# ---- usb_in_arbiter ----
Fig. 1: usb_in_arbiter, metal layers overlaid
Drawn at 8 px/um. Only two layers are drawn.
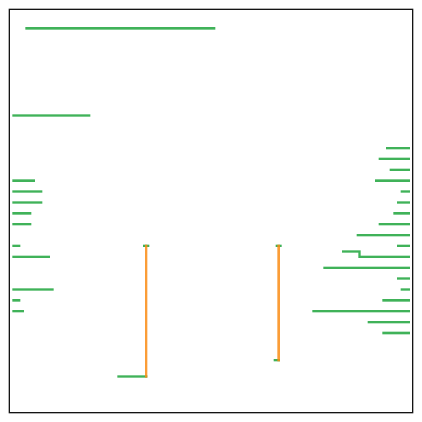

$ cat src/rtl/usb_in_arbiter.sv
// Packet-granular round-robin arbiter feeding the single USB bulk IN AXI-Stream channel.
// A granted source owns the channel until its tlast beat; an optional header beat tags each packet.
module usb_in_arbiter #(
   parameter int WIDTH   = 8,
   parameter int NUM_SRC = 4,
   parameter int HEADER  = 1
) (
   input  logic                       aclk,
   input  logic                       areset,
   input  logic [NUM_SRC-1:0]         s_axis_tvalid_i,
   output logic [NUM_SRC-1:0]         s_axis_tready_o,
   input  logic [NUM_SRC-1:0]         s_axis_tlast_i,
   input  logic [NUM_SRC*WIDTH-1:0]   s_axis_tdata_i,
   output logic                       m_axis_tvalid_o,
   input  logic                       m_axis_tready_i,
   output logic                       m_axis_tlast_o,
   output logic [WIDTH-1:0]           m_axis_tdata_o,
   output logic [NUM_SRC-1:0]         grant_o,
   output logic                       busy_o
);

   localparam int SBITS = $clog2(NUM_SRC);
   localparam logic [SBITS-1:0] LAST_SRC = SBITS'(NUM_SRC - 1);

   typedef enum logic [1:0] {
      IDLE = 2'd0,
      HEAD = 2'd1,
      XFER = 2'd2
   } state_t;

   state_t           state;
   state_t           state_nx;
   logic [SBITS-1:0] grant;
   logic [SBITS-1:0] grant_nx;
   logic [SBITS-1:0] ptr;
   logic [SBITS-1:0] ptr_nx;

   logic [SBITS-1:0] pick;
   logic [SBITS-1:0] pick_hi;
   logic [SBITS-1:0] pick_lo;
   logic             found_hi;
   logic             req_any;
   logic             last_hs;
   logic [2:0]       grant_tag;
   logic [7:0]       tag;
   logic [WIDTH-1:0] src_data [NUM_SRC];

   always_comb begin
      for (int i = 0; i < NUM_SRC; i++) begin
         src_data[i] = s_axis_tdata_i[i*WIDTH +: WIDTH];
      end
   end

   // Lowest requester at or above ptr wins; otherwise wrap to the lowest requester overall.
   always_comb begin
      pick_hi  = '0;
      pick_lo  = '0;
      found_hi = 1'b0;
      for (int i = NUM_SRC - 1; i >= 0; i--) begin
         if (s_axis_tvalid_i[i]) begin
            pick_lo = SBITS'(i);
            if (SBITS'(i) >= ptr) begin
               pick_hi  = SBITS'(i);
               found_hi = 1'b1;
            end
         end
      end
      pick    = found_hi ? pick_hi : pick_lo;
      req_any = |s_axis_tvalid_i;
   end

   assign last_hs   = s_axis_tvalid_i[grant] & m_axis_tready_i & s_axis_tlast_i[grant];
   assign grant_tag = 3'(grant);
   assign tag       = {4'hA, 1'b0, grant_tag};

   always_ff @(posedge aclk or posedge areset) begin
      if (areset) begin
         state <= IDLE;
         grant <= '0;
         ptr   <= '0;
      end else begin
         state <= state_nx;
         grant <= grant_nx;
         ptr   <= ptr_nx;
      end
   end

   always_comb begin
      state_nx = state;
      grant_nx = grant;
      ptr_nx   = ptr;
      case (state)
         IDLE: begin
            if (req_any) begin
               grant_nx = pick;
               state_nx = (HEADER != 0) ? HEAD : XFER;
            end
         end
         HEAD: begin
            if (m_axis_tready_i) begin
               state_nx = XFER;
            end
         end
         XFER: begin
            if (last_hs) begin
               ptr_nx   = (grant == LAST_SRC) ? '0 : grant + SBITS'(1);
               state_nx = IDLE;
            end
         end
         default: begin
            state_nx = IDLE;
         end
      endcase
   end

   // Outside XFER the data bus carries only the tag or zero, never source data.
   always_comb begin
      m_axis_tvalid_o = 1'b0;
      m_axis_tlast_o  = 1'b0;
      m_axis_tdata_o  = '0;
      s_axis_tready_o = '0;
      busy_o          = 1'b0;
      case (state)
         HEAD: begin
            m_axis_tvalid_o     = 1'b1;
            m_axis_tdata_o[7:0] = tag;
            busy_o              = 1'b1;
         end
         XFER: begin
            m_axis_tvalid_o        = s_axis_tvalid_i[grant];
            m_axis_tlast_o         = s_axis_tlast_i[grant];
            m_axis_tdata_o         = src_data[grant];
            s_axis_tready_o[grant] = m_axis_tready_i;
            busy_o                 = 1'b1;
         end
         default: begin
         end
      endcase
   end

   always_comb begin
      grant_o = '0;
      for (int i = 0; i < NUM_SRC; i++) begin
         grant_o[i] = (state != IDLE) && (grant == SBITS'(i));
      end
   end

endmodule

$ cat config.mk
export PLATFORM = sky130hd
export DESIGN_NAME = usb_in_arbiter
export DESIGN_NICKNAME = d
export VERILOG_FILES = /design/src/rtl/usb_in_arbiter.sv
export SDC_FILE = /design/constraint.sdc
export NUM_CORES = 1
export LEC_CHECK = 0
export ABC_AREA = 0
export CORE_MARGIN = 1
export CORE_UTILIZATION = 37
export DETAILED_ROUTE_END_ITERATION = 6
export HOLD_SLACK_MARGIN = 0.05
export PLACE_DENSITY = 0.91
export SYNTH_ARGS = -nofsm -noshare
export SYNTH_HDL_FRONTEND = slang
export SYNTH_SLANG_ARGS = --single-unit
$ cat constraint.sdc
create_clock -name aclk -period 3.4 [get_ports aclk]
set_input_delay 0.68 -clock aclk [delete_from_list [all_inputs] [get_ports aclk]]
set_output_delay 0.68 -clock aclk [all_outputs]
set_load 0.005 [all_outputs]
# ---- cpu_sequencer ----
**config.mk**
```make
export PLATFORM = sky130hd
export DESIGN_NAME = cpu_sequencer
export DESIGN_NICKNAME = d
export VERILOG_FILES = /design/src/rtl/cpu_pkg.sv /design/src/rtl/bus_timeout_counter.sv /design/src/rtl/cpu_sequencer.sv
export SDC_FILE = /design/constraint.sdc
export NUM_CORES = 1
export LEC_CHECK = 0
export CAP_MARGIN = 40
export CORE_AREA = 5 5 42 44
export CTS_CLUSTER_SIZE = 30
export DETAILED_ROUTE_END_ITERATION = 12
export DIE_AREA = 0 0 47 49
export GPL_TIMING_DRIVEN = 0
export PLACE_DENSITY = 0.72
export SYNTH_ARGS = -nofsm -noshare
export SYNTH_HDL_FRONTEND = slang
export SYNTH_SLANG_ARGS = --single-unit
```
**constraint.sdc**
```tcl
create_clock -name clk -period 2.1 [get_ports clk]
set_input_delay 0.42 -clock clk [delete_from_list [all_inputs] [get_ports clk]]
set_output_delay 0.42 -clock clk [all_outputs]
set_load 0.05 [all_outputs]
```
**src/rtl/cpu_pkg.sv**
```systemverilog
// Shared CPU constants: sequencer state codes and opcode/function groups.
// Used by the sequencer and the control decoder.
package cpu_pkg;

  typedef enum logic [2:0] {
    S_FETCH   = 3'd0,
    S_MD_WAIT = 3'd1,
    S_MEM     = 3'd2,
    S_EXEC    = 3'd3,
    S_HALT    = 3'd4
  } state_t;

  localparam logic [5:0] OP_SPECIAL = 6'd0;
  localparam logic [5:0] OP_LB      = 6'd32;
  localparam logic [5:0] OP_LWR     = 6'd38;
  localparam logic [5:0] OP_SB      = 6'd40;
  localparam logic [5:0] OP_SH      = 6'd41;
  localparam logic [5:0] OP_SW      = 6'd43;

  localparam logic [5:0] FN_MULT    = 6'd24;
  localparam logic [5:0] FN_DIVU    = 6'd27;

  function automatic logic is_ldst(input logic [5:0] op);
    return ((op >= OP_LB) && (op <= OP_LWR)) ||
           (op == OP_SB) || (op == OP_SH) ||
           (op == OP_SW);
  endfunction

  function automatic logic is_multdiv(
    input logic [5:0] op,
    input logic [5:0] fn
  );
    return (op == OP_SPECIAL) &&
           (fn >= FN_MULT) && (fn <= FN_DIVU);
  endfunction

endpackage

```
**src/rtl/bus_timeout_counter.sv**
```systemverilog
// Counts consecutive bus stall cycles; o_expired flags the last allowed one.
// Ports: clk, reset, i_stall (stall this cycle), o_expired (abort now).
module bus_timeout_counter #(
  parameter int unsigned TIMEOUT_CYCLES = 255
) (
  input  logic clk,
  input  logic reset,
  input  logic i_stall,
  output logic o_expired
);

  localparam int W = $clog2(TIMEOUT_CYCLES + 1);

  logic [W-1:0] r_cnt;

  // The cycle that brings the count to TIMEOUT_CYCLES aborts the access.
  assign o_expired = i_stall &&
                     (r_cnt == W'(TIMEOUT_CYCLES - 1));

  always_ff @(posedge clk) begin
    if (reset || !i_stall)
      r_cnt <= '0;
    else if (!o_expired)
      r_cnt <= r_cnt + 1'b1;
  end

endmodule

```
**src/rtl/cpu_sequencer.sv**
```systemverilog
// Multicycle CPU sequencer: FETCH/EXEC/MEM/MD_WAIT/HALT with halt-on-PC-0.
// Ports: clk, reset, waitrequest, opcode, function_code, md_busy,
//   next_pc_zero -> state, active, ir_load, pc_enable, md_start, bus_error.
// Optional macro BUS_TIMEOUT_EN adds a stall timeout that halts the CPU.
module cpu_sequencer
  import cpu_pkg::*;
#(
  parameter int unsigned TIMEOUT_CYCLES = 255
) (
  input  logic       clk,
  input  logic       reset,
  input  logic       waitrequest,
  input  logic [5:0] opcode,
  input  logic [5:0] function_code,
  input  logic       md_busy,
  input  logic       next_pc_zero,
  output logic [2:0] state,
  output logic       active,
  output logic       ir_load,
  output logic       pc_enable,
  output logic       md_start,
  output logic       bus_error
);

  state_t r_state;
  state_t w_next;
  logic   r_active;
  logic   w_stall;
  logic   w_expired;

  assign state  = r_state;
  assign active = r_active;

  assign w_stall = !reset && waitrequest &&
                   ((r_state == S_FETCH) ||
                    (r_state == S_MEM));

`ifdef BUS_TIMEOUT_EN
  logic r_bus_error;

  bus_timeout_counter #(
    .TIMEOUT_CYCLES(TIMEOUT_CYCLES)
  ) u_timeout (
    .clk      (clk),
    .reset    (reset),
    .i_stall  (w_stall),
    .o_expired(w_expired)
  );

  always_ff @(posedge clk) begin
    if (reset)
      r_bus_error <= 1'b0;
    else if (w_expired)
      r_bus_error <= 1'b1;
  end

  assign bus_error = r_bus_error;
`else
  logic w_unused;
  assign w_unused  = w_stall;
  assign w_expired = 1'b0;
  assign bus_error = 1'b0;
`endif

  always_comb begin
    w_next    = r_state;
    ir_load   = 1'b0;
    pc_enable = 1'b0;
    md_start  = 1'b0;
    if (!reset) begin
      unique case (r_state)
        S_FETCH: begin
          if (!waitrequest) begin
            ir_load = 1'b1;
            w_next  = S_EXEC;
          end
        end
        S_EXEC: begin
          if (is_ldst(opcode)) begin
            w_next = S_MEM;
          end else if (is_multdiv(opcode, function_code)) begin
            md_start = 1'b1;
            w_next   = S_MD_WAIT;
          end else begin
            pc_enable = 1'b1;
            w_next    = S_FETCH;
          end
        end
        S_MEM: begin
          if (!waitrequest) begin
            pc_enable = 1'b1;
            w_next    = S_FETCH;
          end
        end
        S_MD_WAIT: begin
          if (!md_busy) begin
            pc_enable = 1'b1;
            w_next    = S_FETCH;
          end
        end
        S_HALT: w_next = S_HALT;
        default: w_next = S_HALT;
      endcase
      // Committing PC 0 means the program jumped to the halt vector.
      if (pc_enable && next_pc_zero)
        w_next = S_HALT;
      if (w_expired)
        w_next = S_HALT;
    end
  end

  always_ff @(posedge clk) begin
    if (reset) begin
      r_state  <= S_FETCH;
      r_active <= 1'b0;
    end else begin
      r_state  <= w_next;
      r_active <= (w_next != S_HALT);
    end
  end

endmodule

```
Fig. 2: usb_in_arbiter, a small window of the routed layout
Region (10, 20) to (40, 50) um. Cells in gray, sequential cells in the stronger gray; small squares are vias.
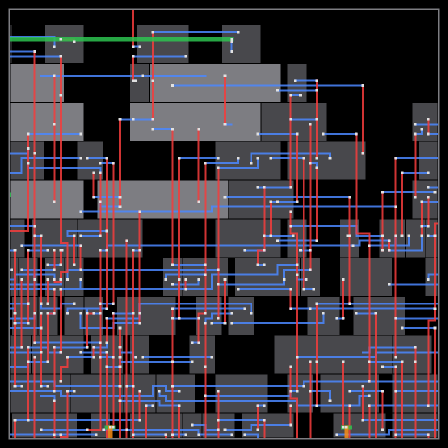
| color | layer |
|---|---|
| red | met2 |
| green | met3 |
| blue | met1 |
| orange | met4 |
cells with their middle in the window: 63
most frequent: clkdlybuf4s50_1 (10), inv_1 (7)
netlist names of flops here include: `grant` (2), `state` (2)
sequential cells in the window: 5

About Fig. 1:
| color | layer | wire length |
|---|---|---|
| green | met3 | 135 um |
| orange | met4 | 30.6 um |
Avg WL per Cell: 15.1 um
vias after detailed routing: 968
total wire length: 2760 um
global routing usage summed across all routing layers: 0.231

==> flow_metrics.tcl, usb_in_arbiter <==
# collected from the flow reports
set metrics [dict create \
    cellInternalPower_w 0.000569 \
    placed_cell_area_um2 1500 \
    design_area_um2 1530 \
    cell_count_along_the_critical_path 5 \
    crit_slowest_cell "mux4_2" \
    syn_inst 92 \
    endpoint_with_the_worst_hold_slack "state[1]" \
    flops 6 \
    run_status "complete, no violations" \
    worstSetupStartpoint "s_axis_tvalid_i[3]" \
    timing.rr.start "grant[0]" \
    antenna_violating_nets_remaining 0 \
    worstPathCellList "clkdlybuf4s50_1 > mux4_2 > a21oi_1 > nor2b_1 > clkdlybuf4s50_1" \
    synth_flop_count 6 \
    timing.setup.critical_path_class "input pin to output pin" \
    number_of_antenna_cells_inserted 0 \
    utilization 0.690 \
    startpoint_type "input pin" \
    syn_area_per_cell_um2 9.36 \
    power.sequential.total_w 0.000160 \
    drt_first_iter_violations 9 \
    cts_sinks 6 \
    groute.layer.met3.usage 0.0485 \
    tightest_slew_ns 0.531 \
    maximum_fanout_along_the_worst_path 5 \
    yosys.stat.chipArea_um2 861 \
    die_w_um 50.2 \
    n_multi_input_combinational_cell 74 \
    timing.hold.worst_path_depth 1 \
    clkPwrFrac 0.066 \
    synthDominantAreaCellType "mux4_2" \
    highest_count_cells_in_the_layout_ignoring_fill_and_taps "clkdlybuf4s50_1 (61), a21oi_1 (9)" \
    numPlacedInstances 179 \
    biggest_area_class "combinational gates" \
    netSwitchingFraction 0.400 \
    overflow 0 \
    relSlewSlack 0.646 \
    layout.area.seq_um2 150 \
    postCtsSetupBuffers 0 \
    combinationalPowerShare 0.766 \
    num-nonclk-inverters 8 \
    pin_count_of_the_biggest_net_entering_global_routing 19 \
    area_contributors_post_synth "mux4_2 (21%), dfrtp_1 (17%), ha_1 (12%)" \
    final_layout_size_suffix_gt1_frac 0.130 \
    r2r_setup_slack_ns 1.33 \
    postSynthSeqShare 0.174 \
    cts.root.buffer_cell "clkbuf_4" \
    route.layer.met1.wl_um 1050 \
    core_area_um2 2210 \
    clock_net_power_w 0.0000623 \
    multiInputGateArea_um2 663 \
    dieHeight_um 50.2 \
    fin_skew_ns 0.00471 \
    crit_top_cell "clkdlybuf4s50_1" \
    hold_buffers 0 \
    floorplan.rows 17 \
    post_synth_ao_oa_area_fraction 0.129 \
    crit_buf_inv 2 \
    worst_setup_path_end_kind "output pin" \
    cts.path.max_buffers 2 \
    critPathCapture "m_axis_tvalid_o" \
    setup_ws_ns 0.353 \
    design.final.nets 207 \
    total_leakage_power_nw 0.635 \
    synthArstFlopShare 1.00 \
    area.share.sequential 0.0984 \
    simple_gate_area_frac 0.211 \
    slowest_delay_ns 0.54 \
    post_layout_nonfiller_instances 182 \
    route.detailed.vias_per_inst 5.32 \
]
Fig. 3: cpu_sequencer, metal layers overlaid
Drawn at 8 px/um. Only two layers are drawn.
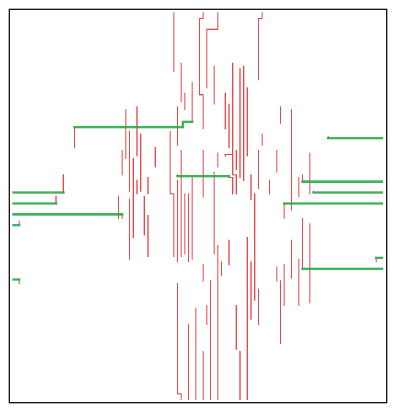
| color | layer | wire length |
|---|---|---|
| green | met3 | 96.1 um |
| red | met2 | 511 um |
total wire length: 958 um
vias after detailed routing: 366
Avg WL per Cell: 12.3 um
global routing usage summed across all routing layers: 0.0878

==> flow_metrics.tcl, cpu_sequencer <==
# collected from the flow reports
set metrics [dict create \
    clkPwrFrac 0.246 \
    power.sequential.total_w 0.0000981 \
    pin_count_of_the_biggest_net_entering_global_routing 9 \
    synthDistinctLibCells 25 \
    required_ns 1.68 \
    mux_area_frac 0.0469 \
    cellInternalPower_w 0.000236 \
    final_layout_top_logic_cell "clkdlybuf4s50_1" \
    clock_net_power_w 0.0000957 \
    worst_setup_hold_path_clk_slew_ns 0.04 \
    enable_flop_cells 0 \
    post_synth_adder_cell_area 0 \
    setup_tns_ns 0 \
    antenna_violating_nets_remaining 0 \
    placed_cell_area_um2 566 \
    total_leakage_power_nw 0.293 \
    critical_path.top_delay_family "buffers and inverters" \
    startpoint_type "input pin" \
    synthArstFlopShare 0 \
    routed-wl-met3_um 96 \
    worst-r2r-cell-count 5 \
    utilization 0.463 \
    timing.setup.critical_path_class "input pin to output pin" \
    final.min_clock_period_ns 2.10 \
    yosys_cells 35 \
    mappedNetlistArea_um2 320 \
    dieArea_um2 2300 \
    layout-area-overhead-vs-synth_pct 103 \
    largest_reg_flops 3 \
    run_status "complete, no violations" \
    cts_repair_resize_count 46 \
    netSwitchingFraction 0.392 \
    r2r_setup_slack_ns 0.70 \
    drt_first_iter_violations 11 \
    top_layer_used "met3" \
    number_of_antenna_cells_inserted 0 \
    fillerInstances 145 \
    cell_count_along_the_critical_path 6 \
    power_frac_seq 0.253 \
    hold_start "reset" \
    synth.comb.largest_family "simple AND/OR/NAND/NOR gates" \
    ys_sh_xor 0.0273 \
    layout.area.seq_um2 81.3 \
    most_frequent_cells_after_synthesis "dfxtp_1 (4), nor2_1 (4), a21oi_1 (3), nand2b_1 (2), nor4_1 (2)" \
    floorplan.rows 14 \
    dpl_worst_slack_ns -0.953 \
    globalRouteMet2Util 0.143 \
]

# ---- rc4_prga_decrypt ----
## src/rtl/rc4_prga_decrypt.sv

```systemverilog
// RC4 keystream generator and decryptor: walks the key-scheduled S-box, swaps
// entries and XORs each keystream byte with a ciphertext ROM byte into a plaintext RAM.
module rc4_prga_decrypt #(
  parameter int MSG_LEN = 32,
  parameter int MSG_AW  = 5
) (
  input  logic              clock,
  input  logic              reset,
  input  logic              start,
  output logic              finish,
  output logic [7:0]        s_address,
  output logic [7:0]        s_data,
  output logic              s_wren,
  input  logic [7:0]        s_q,
  output logic [MSG_AW-1:0] rom_address,
  input  logic [7:0]        rom_q,
  output logic [MSG_AW-1:0] ram_address,
  output logic [7:0]        ram_data,
  output logic              ram_wren
);

  typedef enum logic [3:0] {
    ST_IDLE    = 4'd0,
    ST_RD_SI   = 4'd1,
    ST_WAIT_SI = 4'd2,
    ST_RD_SJ   = 4'd3,
    ST_WAIT_SJ = 4'd4,
    ST_WR_SI   = 4'd5,
    ST_WR_SJ   = 4'd6,
    ST_RD_F    = 4'd7,
    ST_WAIT_F  = 4'd8,
    ST_WR_OUT  = 4'd9,
    ST_DONE    = 4'd10
  } state_t;

  localparam logic [MSG_AW-1:0] LAST_K = MSG_AW'(MSG_LEN - 1);

  state_t            state_r, state_s;
  logic [7:0]        i_r, i_s;
  logic [7:0]        j_r, j_s;
  logic [7:0]        si_r, si_s;
  logic [7:0]        sj_r, sj_s;
  logic [MSG_AW-1:0] k_r, k_s;

  logic              finish_s;
  logic [7:0]        s_address_s;
  logic [7:0]        s_data_s;
  logic              s_wren_s;
  logic [MSG_AW-1:0] rom_address_s;
  logic [MSG_AW-1:0] ram_address_s;
  logic [7:0]        ram_data_s;
  logic              ram_wren_s;

  // Next-state and index/datapath update for the nine-cycle per-byte sequence.
  always_comb begin
    state_s = state_r;
    i_s     = i_r;
    j_s     = j_r;
    si_s    = si_r;
    sj_s    = sj_r;
    k_s     = k_r;
    case (state_r)
      ST_IDLE: begin
        if (start) begin
          i_s     = 8'd1;
          j_s     = 8'd0;
          k_s     = {MSG_AW{1'b0}};
          state_s = ST_RD_SI;
        end else begin
          state_s = ST_IDLE;
        end
      end
      ST_RD_SI:   state_s = ST_WAIT_SI;
      ST_WAIT_SI: begin
        si_s    = s_q;
        state_s = ST_RD_SJ;
      end
      ST_RD_SJ: begin
        j_s     = j_r + si_r;
        state_s = ST_WAIT_SJ;
      end
      ST_WAIT_SJ: begin
        sj_s    = s_q;
        state_s = ST_WR_SI;
      end
      ST_WR_SI:   state_s = ST_WR_SJ;
      ST_WR_SJ:   state_s = ST_RD_F;
      ST_RD_F:    state_s = ST_WAIT_F;
      ST_WAIT_F:  state_s = ST_WR_OUT;
      ST_WR_OUT: begin
        if (k_r == LAST_K) begin
          state_s = ST_DONE;
        end else begin
          k_s     = k_r + MSG_AW'(1);
          i_s     = i_r + 8'd1;
          state_s = ST_RD_SI;
        end
      end
      ST_DONE:    state_s = ST_IDLE;
      default:    state_s = ST_IDLE;
    endcase
  end

  // Outputs are decoded from the next state so each one is registered yet
  // visible during the state it belongs to; keystream and ciphertext are
  // folded straight into the plaintext register while leaving WAIT_F.
  always_comb begin
    finish_s      = 1'b0;
    s_address_s   = 8'd0;
    s_data_s      = 8'd0;
    s_wren_s      = 1'b0;
    rom_address_s = {MSG_AW{1'b0}};
    ram_address_s = {MSG_AW{1'b0}};
    ram_data_s    = 8'd0;
    ram_wren_s    = 1'b0;
    case (state_s)
      ST_RD_SI: s_address_s = i_s;
      ST_RD_SJ: s_address_s = j_s + si_s;
      ST_WR_SI: begin
        s_address_s = i_s;
        s_data_s    = sj_s;
        s_wren_s    = 1'b1;
      end
      ST_WR_SJ: begin
        s_address_s = j_s;
        s_data_s    = si_s;
        s_wren_s    = 1'b1;
      end
      ST_RD_F: begin
        s_address_s   = si_s + sj_s;
        rom_address_s = k_s;
      end
      ST_WR_OUT: begin
        ram_address_s = k_s;
        ram_data_s    = s_q ^ rom_q;
        ram_wren_s    = 1'b1;
      end
      ST_DONE:  finish_s = 1'b1;
      default:  finish_s = 1'b0;
    endcase
  end

  // State, index and output registers; reset clears everything so the
  // write enables drop immediately.
  always_ff @(posedge clock or posedge reset) begin
    if (reset) begin
      state_r     <= ST_IDLE;
      i_r         <= 8'd0;
      j_r         <= 8'd0;
      si_r        <= 8'd0;
      sj_r        <= 8'd0;
      k_r         <= {MSG_AW{1'b0}};
      finish      <= 1'b0;
      s_address   <= 8'd0;
      s_data      <= 8'd0;
      s_wren      <= 1'b0;
      rom_address <= {MSG_AW{1'b0}};
      ram_address <= {MSG_AW{1'b0}};
      ram_data    <= 8'd0;
      ram_wren    <= 1'b0;
    end else begin
      state_r     <= state_s;
      i_r         <= i_s;
      j_r         <= j_s;
      si_r        <= si_s;
      sj_r        <= sj_s;
      k_r         <= k_s;
      finish      <= finish_s;
      s_address   <= s_address_s;
      s_data      <= s_data_s;
      s_wren      <= s_wren_s;
      rom_address <= rom_address_s;
      ram_address <= ram_address_s;
      ram_data    <= ram_data_s;
      ram_wren    <= ram_wren_s;
    end
  end

endmodule

```

## config.mk

```make
export PLATFORM = sky130hd
export DESIGN_NAME = rc4_prga_decrypt
export DESIGN_NICKNAME = d
export VERILOG_FILES = /design/src/rtl/rc4_prga_decrypt.sv
export SDC_FILE = /design/constraint.sdc
export NUM_CORES = 1
export LEC_CHECK = 0
export CAP_MARGIN = 25
export CORE_UTILIZATION = 58
export DETAILED_ROUTE_END_ITERATION = 10
export GPL_TIMING_DRIVEN = 1
export PLACE_DENSITY_LB_ADDON = 0.3
export SYNTH_ARGS = -nofsm -noshare
export SYNTH_HDL_FRONTEND = slang
export SYNTH_SLANG_ARGS = --single-unit
export TNS_END_PERCENT = 1
```

## constraint.sdc

```tcl
create_clock -name clock -period 5.7 [get_ports clock]
set_clock_uncertainty 0.05 [all_clocks]
set_input_delay 0.57 -clock clock [delete_from_list [all_inputs] [get_ports clock]]
set_output_delay 0.57 -clock clock [all_outputs]
set_load 0.1 [all_outputs]
```

Fig. 4: rc4_prga_decrypt, congestion heat map
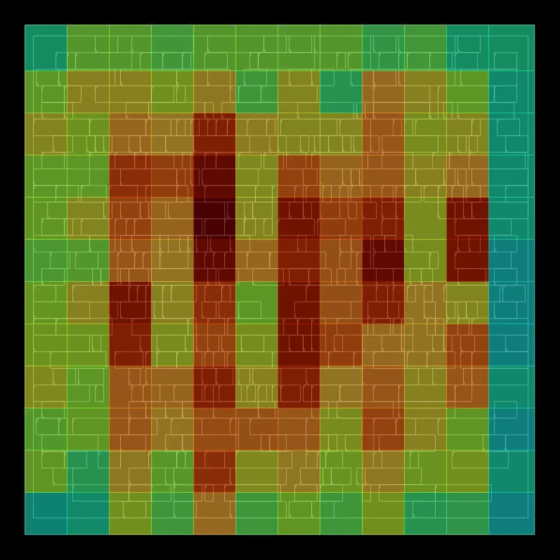
final core utilization: 0.732
met2 layer usage reported by global route: 0.476

Fig. 5: rc4_prga_decrypt, metal layers overlaid
Drawn at 4 px/um. Only two layers are drawn.
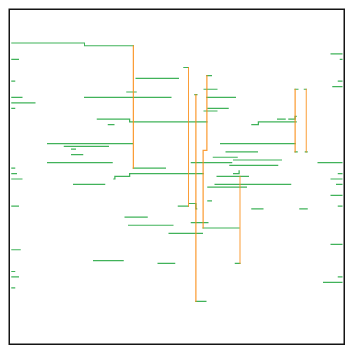
| color | layer | wire length |
|---|---|---|
| green | met3 | 446 um |
| orange | met4 | 209 um |
Avg WL per Cell: 18.1 um
total wire length: 9180 um

==> flow_metrics.tcl <==
# collected from the flow reports
set metrics [dict create \
    fillerInstances 479 \
    setup_tns_ns 0 \
    layout.area.seq_um2 1950 \
    routed-wl-met3_um 445 \
    post_synth_ao_oa_area_fraction 0.135 \
    dpl_worst_slack_ns 1.83 \
    run_status "complete, no violations" \
    power.sequential.total_w 0.000618 \
    top_cell "dfrtp_1" \
    grtUsageMet1 0.354 \
    critPathCapture "s_address[7]" \
    critical_path.top_delay_family "AND-OR/OR-AND gates" \
    tightest_slew_ns 1.08 \
    dieArea_um2 6950 \
    most_frequent_cells_after_synthesis "dfrtp_1 (78), nor2_1 (44), nand2_1 (43), inv_1 (20), xnor2_1 (17)" \
    biggest_area_class "registers" \
    buf_share 0.129 \
    tool_warnings 26 \
    top_cell_area_share 0.508 \
    final_layout_top_logic_cell "dfrtp_1" \
    postSynthSeqShare 0.508 \
    htree_levels 3 \
    worstPathCellList "ha_1 > fa_1 > a21o_1 > a21oi_1 > xnor2_1 > a22oi_1 > inv_1 > mux2_2 > ha_1 > nand3_1 > o211ai_1 > o41ai_1 > xor2_1 > xnor2_1 > a221o_1" \
    worst-r2r-cell-count 15 \
    worstSkewPairLatency_ns 0.35 \
    synthDistinctLibCells 53 \
    pwr_dens_nw_per_um2 330 \
    rsz_0062_raised_after_global_routing "no" \
    crit_arrival_ns 4.09 \
    cts.root.buffer_cell "clkbuf_8" \
    final_layout_size_suffix_gt1_frac 0.0953 \
    well_tap_count 77 \
    synth_flop_count 78 \
    global_route_wire_length_before_repair_um 15000 \
    cts.path.max_buffers 2 \
    vias 3004 \
    final.clkbuf_count 11 \
    final-clk-cell-share 0.0404 \
    num-nonclk-inverters 20 \
    mappedNetlistArea_um2 3840 \
    dieHeight_um 83.4 \
    post_layout_nonfiller_instances 507 \
    worst_setup_hold_path_clk_slew_ns 0.08 \
    min_period_over_period 0.686 \
    core_area_um2 6390 \
    numPlacedInstances 491 \
    timing.hold.worst_path_depth 2 \
    maximum_fanout_along_the_worst_path 5 \
    floorplan.rows 29 \
    ff_type "dfrtp_1" \
    hold_start "sj_r[4]" \
    worstSetupStartpoint "j_r[0]" \
    clkPwrFrac 0.263 \
    startpoint_type "flop" \
    pwr.group.combinational_w 0.000517 \
    timing.rr.start "j_r[0]" \
    crit_slowest_cell "fa_1" \
]


==> screenshots <==
Logic cells by family.
Plate I
Drawn at 10 px/um.
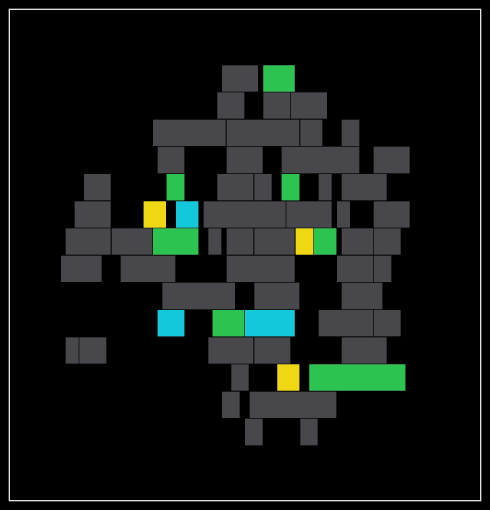
Plate II
Drawn at 10 px/um.
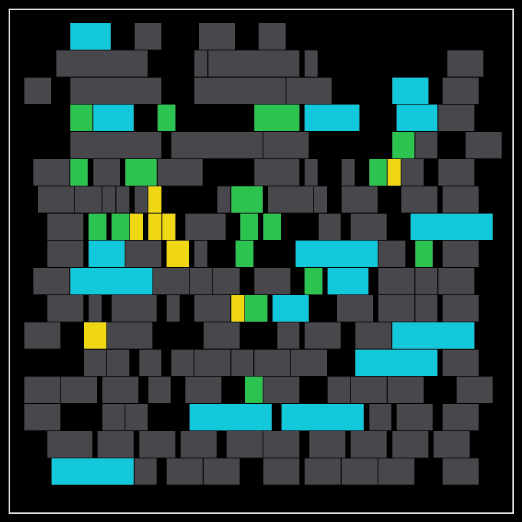
Plate III
Drawn at 6 px/um.
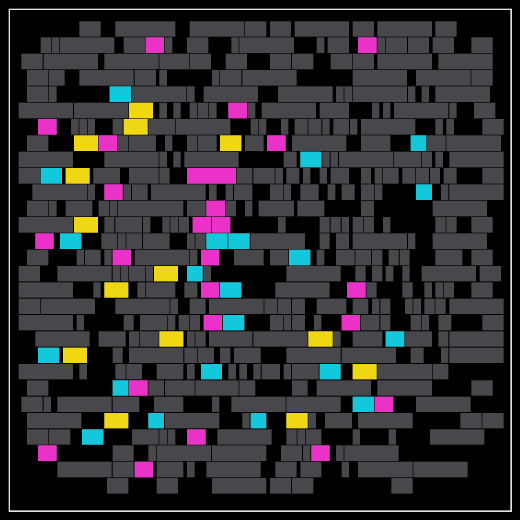
The one with the most cells is Plate III.
cpu_sequencer -> Plate I
usb_in_arbiter -> Plate II
rc4_prga_decrypt -> Plate III

